# ---- mem_burst_master ----
Fig. 1: mem_burst_master, local utilization
Scale: 3 px per µm. 12 x 12 tiles, from white (low) to dark blue (high), 0 to 100% covered.
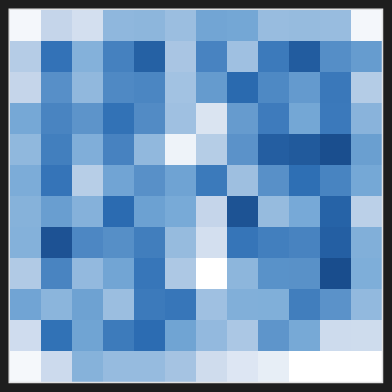

**src/rtl/mem_pkg.sv**
```systemverilog
// Types and defaults shared by the burst master and its read-return FIFO.
package mem_pkg;

  localparam int DEF_WIDTH      = 16;
  localparam int DEF_ADDR_WIDTH = 22;

  localparam logic WR = 1'b1;
  localparam logic RD = 1'b0;

  typedef enum logic [1:0] {
    S_IDLE  = 2'd0,
    S_WRITE = 2'd1,
    S_READ  = 2'd2,
    S_DONE  = 2'd3
  } state_e;

endpackage

```
**src/rtl/mem_burst_fifo.sv**
```systemverilog
// Synchronous FIFO for returning read data; head word comes straight from storage registers.
module mem_burst_fifo #(
  parameter int WIDTH      = 16,
  parameter int FIFO_DEPTH = 4,
  localparam int PW        = $clog2(FIFO_DEPTH)
) (
  input  logic             clk_i,
  input  logic             rst_ni,
  input  logic             push_i,
  input  logic [WIDTH-1:0] push_data_i,
  input  logic             pop_i,
  output logic [WIDTH-1:0] pop_data_o,
  output logic [PW:0]      count_o,
  output logic             full_o,
  output logic             empty_o
);

  localparam logic [PW:0] DEPTH_C = (PW + 1)'(FIFO_DEPTH);

  logic [WIDTH-1:0] mem_q [FIFO_DEPTH];
  logic [PW:0]      wr_ptr_q;
  logic [PW:0]      rd_ptr_q;
  logic             do_push;
  logic             do_pop;

  // Pointers carry one extra wrap bit so full and empty are distinguishable.
  assign count_o    = wr_ptr_q - rd_ptr_q;
  assign full_o     = (count_o == DEPTH_C);
  assign empty_o    = (count_o == '0);
  assign do_push    = push_i & ~full_o;
  assign do_pop     = pop_i & ~empty_o;
  assign pop_data_o = mem_q[rd_ptr_q[PW-1:0]];

  // NOTE: storage has no reset; emptiness is defined by the pointers alone,
  // and leaving the array unreset lets it map onto plain registers or RAM.
  always_ff @(posedge clk_i) begin
    if (do_push) mem_q[wr_ptr_q[PW-1:0]] <= push_data_i;
  end

  always_ff @(posedge clk_i or negedge rst_ni) begin
    if (!rst_ni) begin
      wr_ptr_q <= '0;
      rd_ptr_q <= '0;
    end else begin
      if (do_push) wr_ptr_q <= wr_ptr_q + (PW + 1)'(1);
      if (do_pop)  rd_ptr_q <= rd_ptr_q + (PW + 1)'(1);
    end
  end

endmodule

```
**src/rtl/mem_burst_master.sv**
```systemverilog
// Burst front-end for the single-port handshake memory: one command, one memory
// beat per word, write words from a stream, read words returned through a FIFO.
module mem_burst_master
  import mem_pkg::*;
#(
  parameter int WIDTH      = DEF_WIDTH,
  parameter int ADDR_WIDTH = DEF_ADDR_WIDTH,
  parameter int FIFO_DEPTH = 4
) (
  input  logic                  clk_i,
  input  logic                  rst_ni,
  input  logic                  cmd_valid_i,
  output logic                  cmd_ready_o,
  input  logic                  cmd_wr_i,
  input  logic [ADDR_WIDTH-1:0] cmd_addr_i,
  input  logic [ADDR_WIDTH:0]   cmd_len_i,
  input  logic                  wd_valid_i,
  output logic                  wd_ready_o,
  input  logic [WIDTH-1:0]      wd_data_i,
  output logic                  rd_valid_o,
  input  logic                  rd_ready_i,
  output logic [WIDTH-1:0]      rd_data_o,
  output logic [ADDR_WIDTH-1:0] mem_addr_o,
  output logic [WIDTH-1:0]      mem_wdata_o,
  output logic                  mem_wr_rd_o,
  output logic                  mem_valid_o,
  input  logic                  mem_ready_i,
  input  logic [WIDTH-1:0]      mem_rdata_i,
  output logic                  busy_o,
  output logic                  done_o
);

  localparam int          PW      = $clog2(FIFO_DEPTH);
  localparam logic [PW:0] DEPTH_C = (PW + 1)'(FIFO_DEPTH);

  state_e                state_q, state_d;
  logic [ADDR_WIDTH-1:0] addr_q;
  logic [ADDR_WIDTH:0]   rem_q;
  logic                  last_word;
  logic                  read_space;
  logic                  beat;
  logic                  fifo_push;
  logic [PW:0]           fifo_count;
  logic                  fifo_full;
  logic                  fifo_empty;

  assign last_word  = (rem_q == (ADDR_WIDTH + 1)'(1));
  // Reads complete in the handshake cycle, so FIFO occupancy alone bounds issue.
  assign read_space = (fifo_count < DEPTH_C);

  // NOTE: every output of this block gets a default first, so no path through
  // the case statement leaves a value unassigned and infers a latch.
  always_comb begin
    state_d     = state_q;
    cmd_ready_o = 1'b0;
    mem_valid_o = 1'b0;
    mem_wr_rd_o = RD;
    mem_wdata_o = '0;
    wd_ready_o  = 1'b0;
    done_o      = 1'b0;
    unique case (state_q)
      S_IDLE: begin
        cmd_ready_o = 1'b1;
        if (cmd_valid_i) begin
          if (cmd_len_i == '0)     state_d = S_DONE;
          else if (cmd_wr_i == WR) state_d = S_WRITE;
          else                     state_d = S_READ;
        end
      end
      S_WRITE: begin
        mem_valid_o = wd_valid_i;
        mem_wr_rd_o = WR;
        mem_wdata_o = wd_data_i;
        wd_ready_o  = wd_valid_i & mem_ready_i;
        if (wd_valid_i && mem_ready_i && last_word) state_d = S_DONE;
      end
      S_READ: begin
        mem_valid_o = read_space;
        if (read_space && mem_ready_i && last_word) state_d = S_DONE;
      end
      S_DONE: begin
        done_o  = 1'b1;
        state_d = S_IDLE;
      end
      default: state_d = S_IDLE;
    endcase
  end

  assign beat = mem_valid_o & mem_ready_i;

  // NOTE: state registers use non-blocking assignments so every flop samples
  // pre-edge values regardless of statement or process order.
  always_ff @(posedge clk_i or negedge rst_ni) begin
    if (!rst_ni) begin
      state_q <= S_IDLE;
      addr_q  <= '0;
      rem_q   <= '0;
    end else begin
      state_q <= state_d;
      if (cmd_ready_o && cmd_valid_i) begin
        addr_q <= cmd_addr_i;
        rem_q  <= cmd_len_i;
      end else if (beat) begin
        addr_q <= addr_q + ADDR_WIDTH'(1);
        rem_q  <= rem_q - (ADDR_WIDTH + 1)'(1);
      end
    end
  end

  assign mem_addr_o = addr_q;
  assign busy_o     = (state_q != S_IDLE);
  assign fifo_push  = beat && (state_q == S_READ) && !fifo_full;
  assign rd_valid_o = ~fifo_empty;

  mem_burst_fifo #(
    .WIDTH      (WIDTH),
    .FIFO_DEPTH (FIFO_DEPTH)
  ) u_fifo (
    .clk_i       (clk_i),
    .rst_ni      (rst_ni),
    .push_i      (fifo_push),
    .push_data_i (mem_rdata_i),
    .pop_i       (rd_ready_i),
    .pop_data_o  (rd_data_o),
    .count_o     (fifo_count),
    .full_o      (fifo_full),
    .empty_o     (fifo_empty)
  );

endmodule

```
**config.mk**
```make
export PLATFORM = sky130hd
export DESIGN_NAME = mem_burst_master
export DESIGN_NICKNAME = d
export VERILOG_FILES = /design/src/rtl/mem_pkg.sv /design/src/rtl/mem_burst_fifo.sv /design/src/rtl/mem_burst_master.sv
export SDC_FILE = /design/constraint.sdc
export NUM_CORES = 1
export LEC_CHECK = 0
export CAP_MARGIN = 30
export CORE_MARGIN = 2
export CORE_UTILIZATION = 40
export CTS_CLUSTER_DIAMETER = 80
export DETAILED_ROUTE_END_ITERATION = 16
export PLACE_DENSITY_LB_ADDON = 0.15
export SETUP_SLACK_MARGIN = 0.2
export SLEW_MARGIN = 20
export SYNTH_ARGS = -nofsm -noshare
export SYNTH_HDL_FRONTEND = slang
export SYNTH_HIERARCHICAL = 1
export SYNTH_SLANG_ARGS = --single-unit
```
**constraint.sdc**
```tcl
create_clock -name clk_i -period 9.5 [get_ports clk_i]
set_clock_uncertainty 0.15 [all_clocks]
set_input_delay 1.9 -clock clk_i [delete_from_list [all_inputs] [get_ports clk_i]]
set_output_delay 1.9 -clock clk_i [all_outputs]
set_load 0.05 [all_outputs]
```
# ---- alu_writeback_queue ----
File: src/rtl/alu_writeback_queue.sv
// alu_writeback_queue
//   In-order result queue between the execute-stage ALU and the register-file
//   write port. ALU results are captured in a small FIFO and drained under a
//   valid/ready handshake, so ALU issue is decoupled from write-port contention.
//   Writes to register zero complete the handshake but are never stored.
//
//   Optional feature macro: WB_FORWARD_EN
//     defined   -> combinational lookup of the youngest queued entry whose
//                  destination matches fwd_addr (operand forwarding)
//     undefined -> fwd_hit / fwd_data tied to zero, fwd_addr ignored

module alu_writeback_queue #(
    parameter int N          = 32,
    parameter int REG_ADDR_W = 4,
    parameter int DEPTH      = 4
) (
    input  logic                    clk,
    input  logic                    rst,
    input  logic                    flush,
    input  logic                    in_valid,
    output logic                    in_ready,
    input  logic [N-1:0]            in_result,
    input  logic                    in_carry,
    input  logic [REG_ADDR_W-1:0]   in_rd,
    output logic                    wb_valid,
    input  logic                    wb_ready,
    output logic [N-1:0]            wb_data,
    output logic                    wb_carry,
    output logic [REG_ADDR_W-1:0]   wb_addr,
    output logic [$clog2(DEPTH):0]  count,
    input  logic [REG_ADDR_W-1:0]   fwd_addr,
    output logic                    fwd_hit,
    output logic [N-1:0]            fwd_data
);

    localparam int PTR_W = $clog2(DEPTH);
    localparam int CNT_W = PTR_W + 1;

    logic [N-1:0]          dataMem_q  [DEPTH];
    logic                  carryMem_q [DEPTH];
    logic [REG_ADDR_W-1:0] addrMem_q  [DEPTH];

    logic [PTR_W-1:0] wrPtr_q, wrPtr_d;
    logic [PTR_W-1:0] rdPtr_q, rdPtr_d;
    logic [CNT_W-1:0] count_q, count_d;

    logic push;
    logic pop;
    logic store;

    // Full blocks pushes even if a pop happens in the same cycle, so in_ready
    // depends on the registered count alone and never on wb_ready.
    assign in_ready = (count_q < CNT_W'(DEPTH));
    assign wb_valid = (count_q != '0);
    assign count    = count_q;

    assign push  = in_valid & in_ready;
    assign pop   = wb_valid & wb_ready;
    assign store = push & (in_rd != '0);

    // Next-state for pointers and occupancy; flush wipes the queue and voids
    // any same-cycle push or pop.
    always_comb begin
        wrPtr_d = wrPtr_q;
        rdPtr_d = rdPtr_q;
        count_d = count_q;
        if (flush) begin
            wrPtr_d = '0;
            rdPtr_d = '0;
            count_d = '0;
        end else begin
            if (store) begin
                wrPtr_d = wrPtr_q + PTR_W'(1);
            end
            if (pop) begin
                rdPtr_d = rdPtr_q + PTR_W'(1);
            end
            count_d = count_q + CNT_W'(store) - CNT_W'(pop);
        end
    end

    // Pointer and occupancy registers; reset overrides everything else.
    always_ff @(posedge clk) begin
        if (rst) begin
            wrPtr_q <= '0;
            rdPtr_q <= '0;
            count_q <= '0;
        end else begin
            wrPtr_q <= wrPtr_d;
            rdPtr_q <= rdPtr_d;
            count_q <= count_d;
        end
    end

    // Entry storage is written only on an accepted, non-dropped push.
    always_ff @(posedge clk) begin
        if (store && !flush && !rst) begin
            dataMem_q[wrPtr_q]  <= in_result;
            carryMem_q[wrPtr_q] <= in_carry;
            addrMem_q[wrPtr_q]  <= in_rd;
        end
    end

    // Head entry drives the write port; outputs read as zero when empty.
    always_comb begin
        wb_data  = '0;
        wb_carry = 1'b0;
        wb_addr  = '0;
        if (wb_valid) begin
            wb_data  = dataMem_q[rdPtr_q];
            wb_carry = carryMem_q[rdPtr_q];
            wb_addr  = addrMem_q[rdPtr_q];
        end
    end

`ifdef WB_FORWARD_EN
    // Walk entries oldest to youngest so the youngest match wins.
    always_comb begin
        fwd_hit  = 1'b0;
        fwd_data = '0;
        for (int i = 0; i < DEPTH; i++) begin
            if ((CNT_W'(i) < count_q) && (fwd_addr != '0) &&
                (addrMem_q[rdPtr_q + PTR_W'(i)] == fwd_addr)) begin
                fwd_hit  = 1'b1;
                fwd_data = dataMem_q[rdPtr_q + PTR_W'(i)];
            end
        end
    end
`else
    logic fwdAddr_unused;
    assign fwdAddr_unused = ^fwd_addr;
    assign fwd_hit  = 1'b0;
    assign fwd_data = '0;
`endif

endmodule

File: config.mk
export PLATFORM = sky130hd
export DESIGN_NAME = alu_writeback_queue
export DESIGN_NICKNAME = d
export VERILOG_FILES = /design/src/rtl/alu_writeback_queue.sv
export SDC_FILE = /design/constraint.sdc
export NUM_CORES = 1
export LEC_CHECK = 0
export CAP_MARGIN = 10
export CORE_MARGIN = 3
export CORE_UTILIZATION = 52
export DETAILED_ROUTE_END_ITERATION = 12
export GPL_ROUTABILITY_DRIVEN = 0
export PLACE_DENSITY = 0.77
export SLEW_MARGIN = 20
export SYNTH_ARGS = -nofsm -noshare
export SYNTH_HDL_FRONTEND = slang
export SYNTH_SLANG_ARGS = --single-unit
export TNS_END_PERCENT = 1
File: constraint.sdc
create_clock -name clk -period 2.9 [get_ports clk]
set_input_delay 0.435 -clock clk [delete_from_list [all_inputs] [get_ports clk]]
set_output_delay 0.435 -clock clk [all_outputs]
set_load 0.01 [all_outputs]

==> notes/layouts.md <==
Pictures saved along the way, in no particular order.

The clock network.
(a)
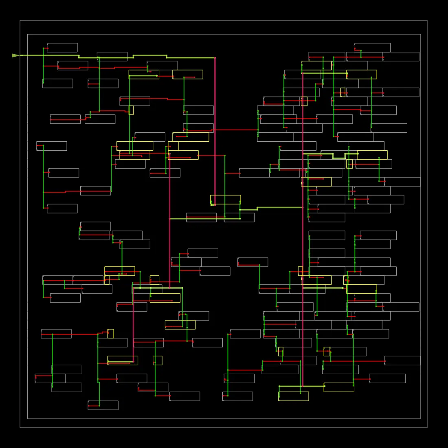
(b)
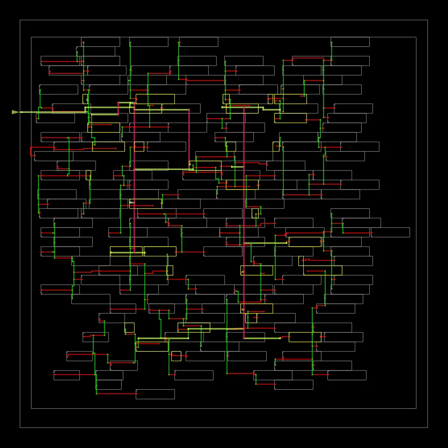
mem_burst_master is (a).
alu_writeback_queue is (b).

Fig. 2: mem_burst_master, sequential cells colored by netlist name
Scale: 4 px per µm. Other sequential cells in the stronger gray, the rest of the logic in the fainter gray.
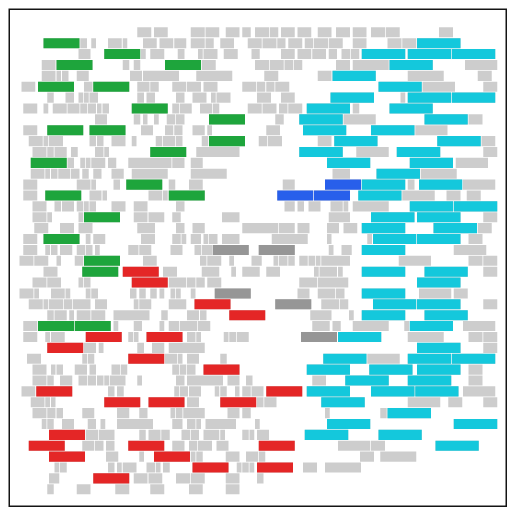
Green shows mem_addr_o, sequential cells 22. Blue shows u_fifo/rd_ptr_q, sequential cells 3. Cyan shows u_fifo/mem_q, sequential cells 64. Red shows rem_q, sequential cells 23.
Another 5 sequential cells are not colored.
seq pwr: 0.804 mW
storage element area: 0.00325 mm²
Util after Layout: 56.3%

About Fig. 1:
The densest ninth of the die: middle right. 9.0% of the tiles are over 75% full. 2.8% of the tiles are nearly empty. The fullest tile reaches 88%. The mean over all tiles is 50%.
core area: 0.0140 mm²
initial core utilization: 41.1%

==> results.sh, mem_burst_master <==
# flow metrics
export IMPL_outcome="complete, no violations"
export IMPL_synthesis_area_mm2=0.00575
export IMPL_routabilityCongestion=0.830
export IMPL_routed_via_density=5.12
export IMPL_cts_hold_buf=0
export IMPL_track_usage_pct=18.0
export IMPL_drv_slew=0
export IMPL_arrival_ps=3740
export IMPL_critPathLaunch="u_fifo/rd_ptr_q[1]"
export IMPL_final_nets=708
export IMPL_antenna_found_initial=0
export IMPL_hp_class="flip-flop to flip-flop"
export IMPL_numClockSinks=117
export IMPL_h_tree_depth=4
export IMPL_firstDrtPassIters=4
export IMPL_worstPathBufferInverterCount=1
export IMPL_hp_start="rem_q[15]"
export IMPL_met1_usage_pct=22.4
export IMPL_wl_met1_um=5760
export IMPL_cp_slowest_cell="dfrtp_1"
export IMPL_hold_slack_ps=429
export IMPL_place_hpwl_um=9040
export IMPL_dr_total_vias=4115
export IMPL_hold_violations=0
==> mem_burst_master: flip-flops by register name (all words and copies together) (netlist names) <==
| signal | count |
|---|---|
| rem_q | 23 |
| u_fifo/rd_ptr_q | 3 |
| u_fifo/wr_ptr_q | 3 |
| u_fifo/mem_q | 64 |
| state_q | 2 |
| mem_addr_o | 22 |
==> mem_burst_master: cell type report <==
cell class / count / area (µm²)
clock buffers: 21 / 440
clock inverters: 11 / 111
fillers: 1178 / 6120
inverters: 15 / 56.3
multi-input cells: 312 / 2330
flip-flops and latches: 117 / 3250
well taps: 180 / 225
repair buffers: 147 / 1460
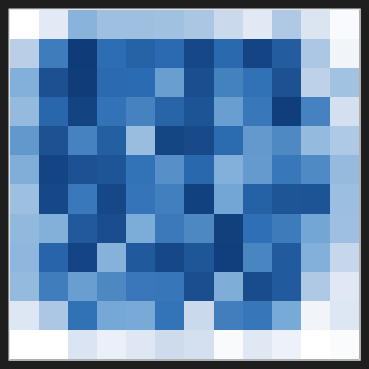
Fig. 3. Local utilization (alu_writeback_queue).
Scale: 3 px per µm. 12 x 12 tiles, from white (low) to dark blue (high), 0 to 100% covered.
2.8% of the tiles are nearly empty. The emptiest ninth of the die: lower right. The mean over all tiles is 57%. 33% of the tiles are over 75% full.
core area: 0.0117 mm²
Util after Layout: 67.4%
initial core utilization: 54.4%

==> results.sh, alu_writeback_queue <==
# flow metrics
export IMPL_critPathMaxStageDelay_ps=540
export IMPL_xor_share_pct=0.414
export IMPL_yosysChipArea_mm2=0.00634
export IMPL_seqPwrFrac_pct=50.1
export IMPL_postSynthAreaPerCell_um2=19.8
export IMPL_wl_met2_um=5800
export IMPL_simple_gate_share_pct=5.49
export IMPL_power_density_mw_per_mm2=640
export IMPL_routed_wl_met3_um=719
export IMPL_postCtsSetupRepairBufs=0
export IMPL_top_logic_kind="multiplexers"
export IMPL_crit_path_start_kind="flip-flop"
export IMPL_p_comb_mw=0.436
export IMPL_worstMarginPinSlew_ps=554
export IMPL_busiest_layer="met2"
export IMPL_outcome="complete, no violations"
export IMPL_numCtsBuffers=17
export IMPL_synthMuxAreaShare_pct=13.5
export IMPL_top_cells_by_area="edfxtp_1 (70%), mux4_2 (13%), buf_4 (4.0%)"
export IMPL_arrival_ps=2270
export IMPL_met1_usage_pct=22.8
export IMPL_grt_setup_unrepaired="no"
export IMPL_hp_class="flip-flop to flip-flop"
export IMPL_cp_cell_sequence="buf_12, mux4_2, nor2b_1, clkdlybuf4s50_1"
export IMPL_clk_power_mw=2.08
export IMPL_cts_resized=0
export IMPL_fillers=788
export IMPL_r2r_start="count[2]"
-- alu_writeback_queue: cell type report --
type,instances,area (µm²),share of cell area (%)
Inverter,8,30.0,0.382
Timing Repair Buffer,97,998,12.7
Clock inverter,12,123,1.56
Sequential cell,157,4630,58.8
Clock buffer,20,437,5.55
Tap cell,143,179,2.27
Multi-Input combinational cell,141,1470,18.7
-- alu_writeback_queue: registers in the layout, summed over array words and instances (netlist names), named ones only --
| name | count |
|---|---|
| rdPtr_q | 2 |
| dataMem_q | 128 |
| count | 3 |
| wrPtr_q | 2 |
| addrMem_q | 16 |
| carryMem_q | 4 |


==> screenshots <==
M4 wires.
Scale: 4 px per µm. Supply wires on this layer in gray.
image #1
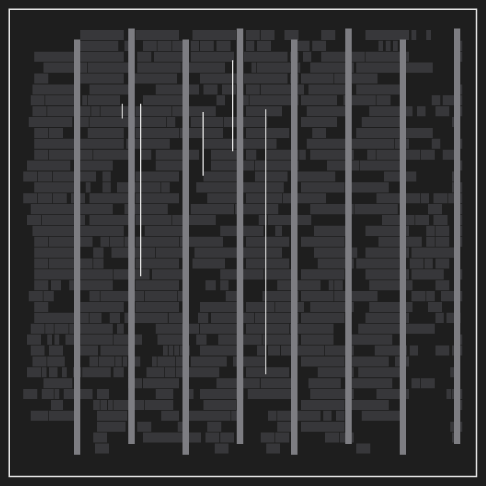
image #2
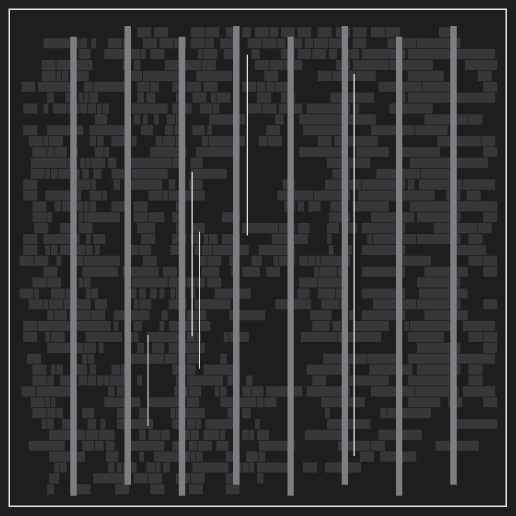
Image #2 comes from mem_burst_master.
Image #1 comes from alu_writeback_queue.

Key to image #1:
The longest straight run is 66.0 µm. 3 nets have wire on it.

Power figures rest on the tool's default switching activity, not on a simulated workload.
